######## boot_loader ########
boot_loader, congestion heat map:
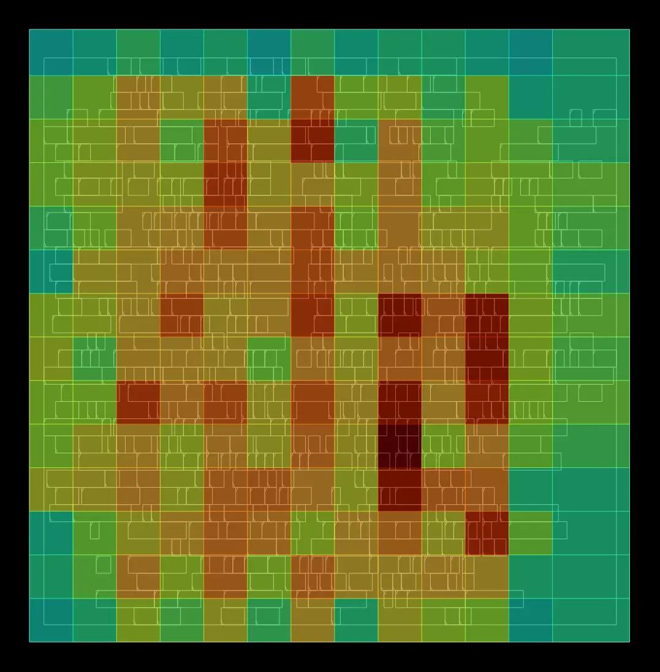

--- src/rtl/boot_loader.sv ---
// Stream boot loader: parses target/address/count/data/checksum records into
// ROM/RAM write strobes and holds the CPU in reset until the load completes.
module boot_loader #(
  parameter int unsigned ADDR_W = 13,
  parameter int unsigned DATA_W = 8,
  parameter int unsigned CNT_W  = 16
) (
  input  logic              clk,
  input  logic              rst,
  input  logic              in_valid,
  input  logic [DATA_W-1:0] in_data,
  output logic              in_ready,
  output logic [ADDR_W-1:0] mem_addr,
  output logic [DATA_W-1:0] mem_data,
  output logic              rom_we,
  output logic              ram_we,
  output logic              cpu_rst_n,
  output logic              done,
  output logic              err,
  output logic [1:0]        err_code,
  output logic [CNT_W-1:0]  bytes_loaded
);

  localparam int unsigned HI_W = ADDR_W - 8;
  localparam int unsigned CH_W = CNT_W - 8;

  typedef enum logic [3:0] {
    S_TGT, S_AH, S_AL, S_CH, S_CL, S_DATA, S_CSUM, S_DONE, S_ERR
  } state_t;

  state_t             r_state;
  state_t             w_next;
  logic               w_accept;
  logic [1:0]         w_err_code;
  logic [CNT_W-1:0]   w_cnt_full;
  logic               r_is_ram;
  logic [ADDR_W-1:0]  r_addr;
  logic [CNT_W-1:0]   r_cnt;
  logic [DATA_W-1:0]  r_csum;

  assign w_accept   = in_valid && in_ready;
  assign w_cnt_full = {r_cnt[CNT_W-1:8], in_data[7:0]};

  always_ff @(posedge clk or posedge rst) begin
    if (rst) r_state <= S_TGT;
    else     r_state <= w_next;
  end

  // Record parser: advances once per accepted byte
  always_comb begin
    w_next     = r_state;
    w_err_code = 2'b00;
    if (w_accept) begin
      case (r_state)
        S_TGT: begin
          if (in_data == '1) begin
            w_next = S_DONE;
          end else if (in_data[DATA_W-1:1] == '0) begin
            w_next = S_AH;
          end else begin
            w_next     = S_ERR;
            w_err_code = 2'b01;
          end
        end
        S_AH:   w_next = S_AL;
        S_AL:   w_next = S_CH;
        S_CH:   w_next = S_CL;
        S_CL:   w_next = (w_cnt_full == '0) ? S_CSUM : S_DATA;
        S_DATA: w_next = (r_cnt == CNT_W'(1)) ? S_CSUM : S_DATA;
        S_CSUM: begin
          if (in_data == r_csum) begin
            w_next = S_TGT;
          end else begin
            w_next     = S_ERR;
            w_err_code = 2'b10;
          end
        end
        default: w_next = r_state;
      endcase
    end
  end

  always_ff @(posedge clk or posedge rst) begin
    if (rst) begin
      in_ready     <= 1'b0;
      mem_addr     <= '0;
      mem_data     <= '0;
      rom_we       <= 1'b0;
      ram_we       <= 1'b0;
      cpu_rst_n    <= 1'b0;
      done         <= 1'b0;
      err          <= 1'b0;
      err_code     <= 2'b00;
      bytes_loaded <= '0;
      r_is_ram     <= 1'b0;
      r_addr       <= '0;
      r_cnt        <= '0;
      r_csum       <= '0;
    end else begin
      rom_we    <= 1'b0;
      ram_we    <= 1'b0;
      in_ready  <= (w_next != S_DONE) && (w_next != S_ERR);
      done      <= (w_next == S_DONE);
      cpu_rst_n <= (w_next == S_DONE);
      err       <= (w_next == S_ERR);
      if ((w_next == S_ERR) && (r_state != S_ERR)) err_code <= w_err_code;
      if (w_accept) begin
        case (r_state)
          S_TGT: r_is_ram <= in_data[0];
          S_AH:  r_addr[ADDR_W-1:8] <= in_data[HI_W-1:0];
          S_AL:  r_addr[7:0] <= in_data[7:0];
          S_CH:  r_cnt[CNT_W-1:8] <= CH_W'(in_data);
          S_CL: begin
            r_cnt  <= w_cnt_full;
            r_csum <= '0;
          end
          S_DATA: begin
            // Strobe lands in the cycle right after the byte is accepted
            mem_addr <= r_addr;
            mem_data <= in_data;
            rom_we   <= ~r_is_ram;
            ram_we   <= r_is_ram;
            r_addr   <= r_addr + ADDR_W'(1);
            r_cnt    <= r_cnt - CNT_W'(1);
            r_csum   <= r_csum ^ in_data;
            if (bytes_loaded != '1) bytes_loaded <= bytes_loaded + CNT_W'(1);
          end
          default: ;
        endcase
      end
    end
  end

endmodule

--- config.mk ---
export PLATFORM = sky130hd
export DESIGN_NAME = boot_loader
export DESIGN_NICKNAME = d
export VERILOG_FILES = /design/src/rtl/boot_loader.sv
export SDC_FILE = /design/constraint.sdc
export NUM_CORES = 1
export LEC_CHECK = 0
export CAP_MARGIN = 40
export CORE_AREA = 2 2 93 95
export DETAILED_ROUTE_END_ITERATION = 8
export DIE_AREA = 0 0 95 97
export GPL_ROUTABILITY_DRIVEN = 0
export HOLD_SLACK_MARGIN = 0.06
export PLACE_DENSITY = 0.78
export REMOVE_ABC_BUFFERS = 1
export SLEW_MARGIN = 20
export SYNTH_ARGS = -nofsm -noshare
export SYNTH_HDL_FRONTEND = slang
export SYNTH_SLANG_ARGS = --single-unit
export TNS_END_PERCENT = 10
--- constraint.sdc ---
create_clock -name clk -period 3.9 [get_ports clk]
set_input_delay 0.78 -clock clk [delete_from_list [all_inputs] [get_ports clk]]
set_output_delay 0.78 -clock clk [all_outputs]
set_load 0.02 [all_outputs]
######## maxpool_stream_unit ########
==> config.mk <==
export PLATFORM = sky130hd
export DESIGN_NAME = maxpool_stream_unit
export DESIGN_NICKNAME = d
export VERILOG_FILES = /design/src/rtl/cnn_pkg.sv /design/src/rtl/pool_max_reducer.sv /design/src/rtl/maxpool_stream_unit.sv
export SDC_FILE = /design/constraint.sdc
export NUM_CORES = 1
export LEC_CHECK = 0
export ABC_CLOCK_PERIOD_IN_PS = 9350
export CAP_MARGIN = 20
export CORE_MARGIN = 2
export CORE_UTILIZATION = 64
export DETAILED_ROUTE_END_ITERATION = 8
export GPL_TIMING_DRIVEN = 0
export PLACE_DENSITY = 0.95
export SYNTH_ARGS = -nofsm -noshare
export SYNTH_HDL_FRONTEND = slang
export SYNTH_SLANG_ARGS = --single-unit
export TNS_END_PERCENT = 10
==> constraint.sdc <==
create_clock -name clk -period 9.35 [get_ports clk]
set_input_delay 0.935 -clock clk [delete_from_list [all_inputs] [get_ports clk]]
set_output_delay 0.935 -clock clk [all_outputs]
set_load 0.1 [all_outputs]
==> src/rtl/cnn_pkg.sv <==
// Shared CNN definitions: default geometry, the conv result RAM address map
// (also used by the conv write side) and the pooling FSM state type.
package cnn_pkg;

    localparam int DATA_W   = 16;
    localparam int FMAP_W   = 26;
    localparam int FMAP_H   = 26;
    localparam int NUM_FILT = 4;
    localparam int ADDR_W   = 12;

    typedef enum logic [2:0] {
        ST_IDLE,
        ST_RD0,
        ST_RD1,
        ST_RD2,
        ST_RD3,
        ST_FLUSH,
        ST_EMIT,
        ST_DONE
    } pool_state_t;

    // Feature maps are stored back-to-back, each one row-major.
    function automatic int unsigned conv_addr(
        input int unsigned f,
        input int unsigned row,
        input int unsigned col,
        input int unsigned fmap_w,
        input int unsigned fmap_h
    );
        return f * fmap_h * fmap_w + row * fmap_w + col;
    endfunction

endpackage

==> src/rtl/pool_max_reducer.sv <==
// Combinational signed max of the running window max against the incoming
// RAM sample, plus the optional ReLU of that max.
//   run_max  : current running max of the window
//   sample   : newly returned RAM word
//   max_val  : signed max(run_max, sample)
//   relu_val : max_val, clamped to 0 when negative if RELU_EN != 0
module pool_max_reducer #(
    parameter int DATA_W  = 16,
    parameter int RELU_EN = 1
) (
    input  logic signed [DATA_W-1:0] run_max,
    input  logic signed [DATA_W-1:0] sample,
    output logic signed [DATA_W-1:0] max_val,
    output logic signed [DATA_W-1:0] relu_val
);

    always_comb begin
        max_val  = (sample > run_max) ? sample : run_max;
        // Sign-bit test instead of negation so the most negative value is safe.
        relu_val = ((RELU_EN != 0) && max_val[DATA_W-1]) ? '0 : max_val;
    end

endmodule

==> src/rtl/maxpool_stream_unit.sv <==
// 2x2 stride-2 max-pool over every conv feature map held in the conv result
// RAM, streaming pooled values over valid/ready.
//   clk, rst_n            : clock, synchronous active-low reset
//   pool_start            : start pulse, honoured only in IDLE
//   pool_done             : one-cycle pulse after the final handshake
//   busy                  : high whenever not IDLE
//   rd_en/rd_addr/rd_data : RAM read port, data returns one cycle after rd_en
//   out_valid/out_ready   : output handshake
//   out_data/out_last     : pooled value, last flag on final value of final filter
module maxpool_stream_unit #(
    parameter int DATA_W   = cnn_pkg::DATA_W,
    parameter int FMAP_W   = cnn_pkg::FMAP_W,
    parameter int FMAP_H   = cnn_pkg::FMAP_H,
    parameter int NUM_FILT = cnn_pkg::NUM_FILT,
    parameter int RELU_EN  = 1,
    parameter int ADDR_W   = cnn_pkg::ADDR_W
) (
    input  logic                     clk,
    input  logic                     rst_n,
    input  logic                     pool_start,
    output logic                     pool_done,
    output logic                     busy,
    output logic                     rd_en,
    output logic [ADDR_W-1:0]        rd_addr,
    input  logic signed [DATA_W-1:0] rd_data,
    output logic                     out_valid,
    input  logic                     out_ready,
    output logic signed [DATA_W-1:0] out_data,
    output logic                     out_last
);

    import cnn_pkg::*;

    localparam int OUT_W = FMAP_W / 2;
    localparam int OUT_H = FMAP_H / 2;

    pool_state_t state, state_next;

    logic [ADDR_W-1:0] f_cnt, row_cnt, col_cnt;
    logic [ADDR_W-1:0] addr_now, addr_hold;
    logic [1:0]        elem;
    logic              last_win, xfer;
    logic signed [DATA_W-1:0] run_max, max_val, relu_val;

    pool_max_reducer #(
        .DATA_W  (DATA_W),
        .RELU_EN (RELU_EN)
    ) u_reducer (
        .run_max  (run_max),
        .sample   (rd_data),
        .max_val  (max_val),
        .relu_val (relu_val)
    );

    assign last_win = (f_cnt == ADDR_W'(NUM_FILT - 1)) &&
                      (row_cnt == ADDR_W'(OUT_H - 1)) &&
                      (col_cnt == ADDR_W'(OUT_W - 1));
    assign xfer     = out_valid && out_ready;

    always_comb begin
        case (state)
            ST_RD1:  elem = 2'd1;
            ST_RD2:  elem = 2'd2;
            ST_RD3:  elem = 2'd3;
            default: elem = 2'd0;
        endcase
        // elem[1] selects the lower row of the window, elem[0] the right column.
        addr_now = ADDR_W'(conv_addr(32'(f_cnt),
                                     32'(row_cnt) * 2 + 32'(elem[1]),
                                     32'(col_cnt) * 2 + 32'(elem[0]),
                                     FMAP_W, FMAP_H));
        rd_addr  = rd_en ? addr_now : addr_hold;
    end

    always_comb begin
        state_next = state;
        rd_en      = 1'b0;
        out_valid  = 1'b0;
        pool_done  = 1'b0;
        busy       = (state != ST_IDLE);
        case (state)
            ST_IDLE:  if (pool_start) state_next = ST_RD0;
            ST_RD0:   begin rd_en = 1'b1; state_next = ST_RD1; end
            ST_RD1:   begin rd_en = 1'b1; state_next = ST_RD2; end
            ST_RD2:   begin rd_en = 1'b1; state_next = ST_RD3; end
            ST_RD3:   begin rd_en = 1'b1; state_next = ST_FLUSH; end
            ST_FLUSH: state_next = ST_EMIT;
            ST_EMIT: begin
                out_valid = 1'b1;
                if (out_ready) state_next = last_win ? ST_DONE : ST_RD0;
            end
            ST_DONE: begin
                pool_done  = 1'b1;
                state_next = ST_IDLE;
            end
            default: state_next = ST_IDLE;
        endcase
        out_last = out_valid && last_win;
    end

    always_ff @(posedge clk) begin
        if (!rst_n) state <= ST_IDLE;
        else        state <= state_next;
    end

    always_ff @(posedge clk) begin
        if (!rst_n) begin
            f_cnt     <= '0;
            row_cnt   <= '0;
            col_cnt   <= '0;
            addr_hold <= '0;
            run_max   <= '0;
            out_data  <= '0;
        end else begin
            if (rd_en) addr_hold <= addr_now;
            case (state)
                ST_IDLE: begin
                    f_cnt   <= '0;
                    row_cnt <= '0;
                    col_cnt <= '0;
                end
                // Data lags the read by one cycle: element k arrives in RD(k+1).
                ST_RD1:          run_max  <= rd_data;
                ST_RD2, ST_RD3:  run_max  <= max_val;
                ST_FLUSH:        out_data <= relu_val;
                ST_EMIT: begin
                    if (xfer && !last_win) begin
                        if (col_cnt != ADDR_W'(OUT_W - 1)) begin
                            col_cnt <= col_cnt + ADDR_W'(1);
                        end else begin
                            col_cnt <= '0;
                            if (row_cnt != ADDR_W'(OUT_H - 1)) begin
                                row_cnt <= row_cnt + ADDR_W'(1);
                            end else begin
                                row_cnt <= '0;
                                f_cnt   <= f_cnt + ADDR_W'(1);
                            end
                        end
                    end
                end
                default: ;
            endcase
        end
    end

endmodule

maxpool_stream_unit, register map, names as in the netlist:
The bar under the picture is 20 µm long. Other sequential cells in the stronger gray, the rest of the logic in the fainter gray.
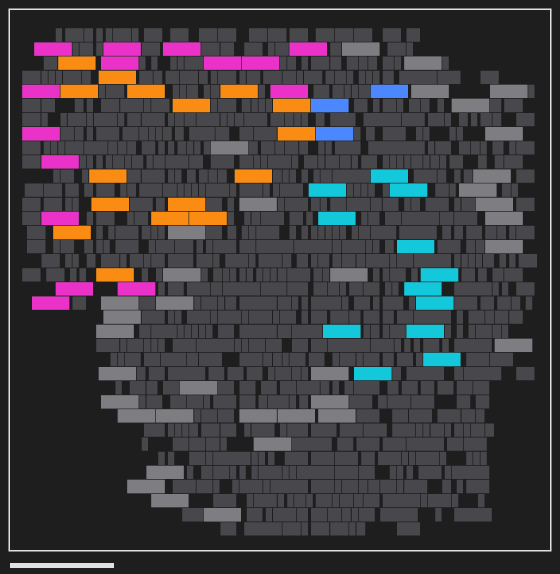
- magenta: out_data (flops 15)
- blue: state (flops 3)
- cyan: col_cnt (flops 12; where east)
- orange: run_max (flops 16)

==> run summary, maxpool_stream_unit <==
This note records the results obtained with Yosys and OpenROAD.

Timing
Setup repair after global routing left no endpoint under its margin. Dividing the final minimum period by the clock period gives 0.8980. Hold timing on the final database bottoms out at a slack of 0.4769 ns.

Synthesis
Of all cell types, the one taking the most synthesized area is dfxtp_1. The gate count of the mapped netlist is 773. The most used flip-flop cell is dfxtp_1. The area fraction in full adders, half adders and majority gates is 0.2423.

Power
The power report attributes to the combinational group a share of 0.291. The switching component of the power was reported as 336.6 µW. The power dissipated in sequential cells is 373 µW. The largest power group is sequential cells.

Placed design
The number of I/O port buffers is 51.

Clock tree
The clock sink count is 82. Per the repair_timing log after CTS, setup buffers inserted total 0. The number of buffers inserted during clock tree synthesis is 9. The CTS tree is yes.

Finish
The layout report lists the combined flip-flop and latch area as 1642 µm². According to the finish report, the design has a final net count of 963. The library cells used most frequently in the layout, excluding fill and tap cells, are inv_1, nand2_1, dfxtp_1.

Worst setup path
Per the timing report, the most critical flop-to-flop path originates at f_cnt[0]. The delay contributed by the slowest stage of the critical path is 1.15 ns. The report puts the cell count of the worst reg-to-reg path at 24. For flop-to-flop paths, the worst setup slack is 3.30 ns.

The most critical setup path has its startpoint at f_cnt[0]. The kind of start point of the critical path is a flop. According to the timing report, the data required time at the worst endpoint equals 8.42 ns.

Run status
The flow ran to the end, and the final reports show no timing, DRC or antenna violations.

Die
The I/O pin count is 53.

GRT
The pin count of the biggest net entering global routing is 16.
-- maxpool_stream_unit: layout make-up --
| class | count | share of cell area |
|---|---|---|
| Timing Repair Buffer | 51 | 0.06992 |
| Clock buffer | 10 | 0.01885 |
| Tap cell | 133 | 0.02279 |
| Inverter | 119 | 0.06118 |
| Sequential cell | 82 | 0.2248 |
| Buffer | 24 | 0.01405 |
| Clock inverter | 6 | 0.01011 |
| Multi-Input combinational cell | 548 | 0.5782 |
-- maxpool_stream_unit: per-layer routing --
layer	track usage	routed length (µm)
met3	0.04699	864
met1	0.3546	6285
met5	0	0
met4	0.1400	501
met2	0.4939	7497
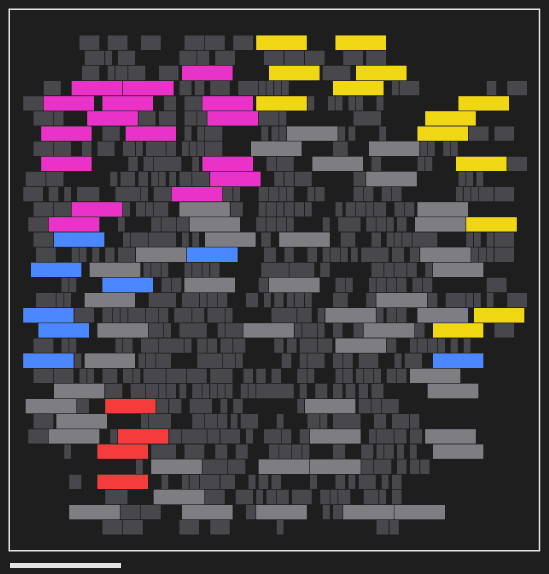
boot_loader: register map, names as in the netlist
The bar under the picture is 20 µm long. Other sequential cells in the stronger gray, the rest of the logic in the fainter gray.
- magenta: bytes_loaded (flops 16; where north-west)
- blue: mem_data (flops 8)
- red: r_state (flops 4; where south-west)
- yellow: mem_addr (flops 13; where north-east)

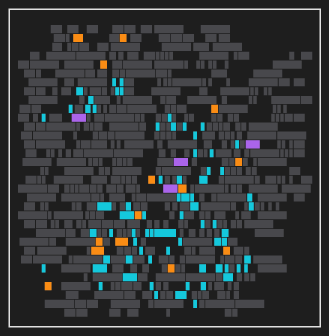
boot_loader: logic cells by family
- purple: fa/ha/maj cells (cells 4; where center)
- cyan: nor cells (cells 70)
- orange: and/or cells (cells 14)

Notes on 'congestion heat map' of boot_loader above:
GR met1 Demand/Resource: 0.3609
fraction of met3 tracks used by global routing: 0.03505
routed len/inst: 16.12 µm

==> run summary, boot_loader <==
This note records the results obtained with Yosys and OpenROAD.

Run status
The flow ran to the end, and the final reports show no timing, DRC or antenna violations.

Synthesis
The gate count of the mapped netlist is 503. The cell-mix breakdown from Yosys lists the compound-gate area share as 0.1629. In the Yosys report the total cell count is 503. The synthesis-stage register bit count is 86. Of all flip-flops after synthesis, the portion carrying an async set or reset was 1.000.

Power
The power attributed to the clock group is 537 µW. Summed over all cells, the static leakage comes to 2.189 nW.

Placed design
The HPWL after detailed placement is 7479 µm. The worst setup slack after placement is 0.8165 ns.

Worst setup path
The cell count of the worst reg-to-reg path is 8. In this run the critical register-to-register path is captured at bytes_loaded[14]. The slowest cell on the critical path is nor3b_4.

The kind of end point of the critical path is a flop.

Timing
Dividing the final minimum period by the clock period gives 0.7061. The final timing report counts setup violations totalling 0.

Clock tree
The setup fix buffers added after clock tree synthesis is 0.

Finish
Summing all multi-input logic gate instances after layout gives 2092 µm². In the finished design the tool counted flip-flops and latches totalling 86. For this run, the script counts the antenna cells in the layout as 0.

Die
The horizontal die size is 95 µm.
==> boot_loader: cells in the mapped netlist, types with 5 or more instances <==
cell type,n
dfrtp_1,86
a21oi_1,37
o21ai_1,13
xnor2_1,17
nand2_1,105
inv_1,12
nor3_1,9
buf_2,5
nand3_1,20
nand4_1,9
clkbuf_1,17
nor2_1,43
xor2_1,8
o21ai_0,38
o22ai_1,10
==> boot_loader: layer usage <==
layer  wire length [µm]  up-vias  global-route usage
li1                   -     1846                   -
met1               4739     1891              0.3609
met2               5044      149              0.3884
met3                624       17             0.03505
met4                230        0             0.08696
met5                  0        -                   0

## Gallery

Port wiring.
The bar under the picture is 20 µm long.
Plate I
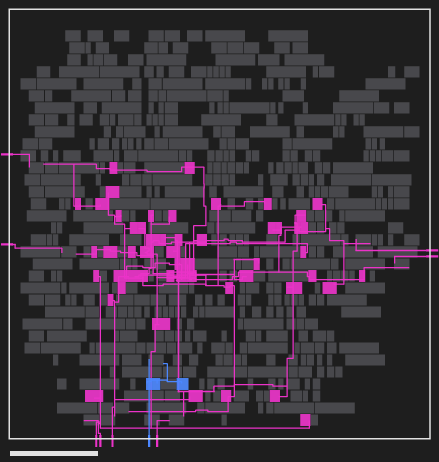
Plate II
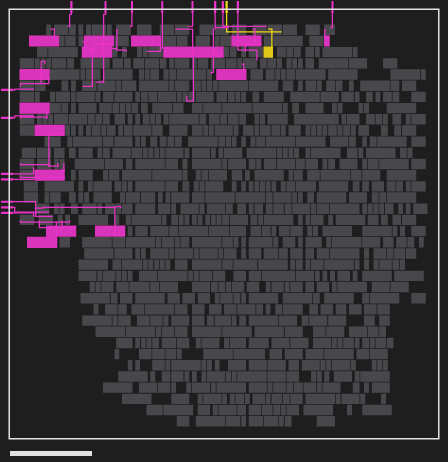
boot_loader: Plate I
maxpool_stream_unit: Plate II
Of these, most cells: Plate II
Of these, largest die: Plate II

Key to Plate II:
- magenta: out_data (bits 16; direction output; end cells 16; wire 351 µm)
- yellow: pool_done (bits 1; direction output; end cells 1; wire 23.9 µm)



==> layout pictures side by side <==
Layout detail.
(a)
The bar under the picture is 10 µm long. Window x 14 to 39, y 14 to 39 µm. Cells in gray, sequential cells in the stronger gray; small squares are vias.
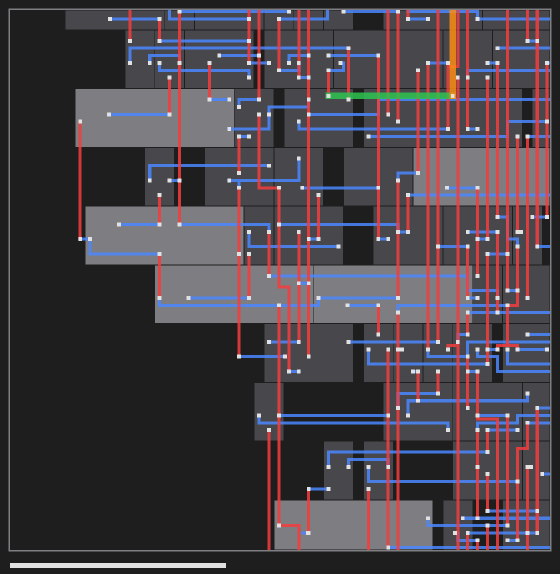
(b)
The bar under the picture is 10 µm long. Window x 11 to 36, y 12 to 37 µm. Cells in gray, sequential cells in the stronger gray; small squares are vias.
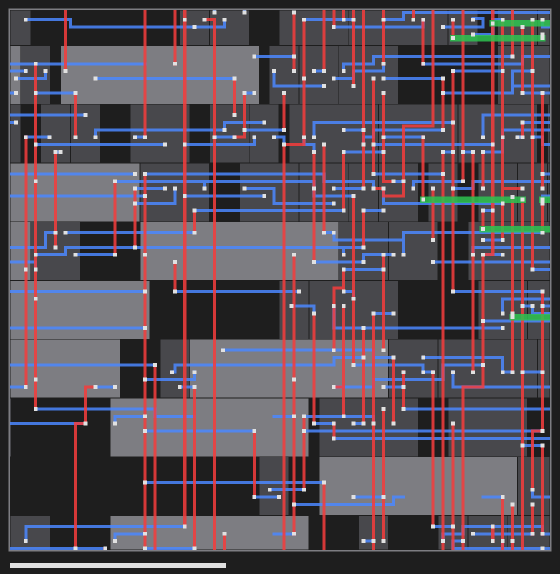
maxpool_stream_unit is (a).
boot_loader is (b).

Key to (b):
- red: M2
- green: M3
- blue: M1
- sequential cells in the window: 9
- cells with their middle in the window: 55
- netlist names of flops here include: r_state (4)
- most frequent: nand2_1 (9), dfrtp_1 (9), inv_1 (4)

No activity file was given, so power comes from the tool's default toggle rates.
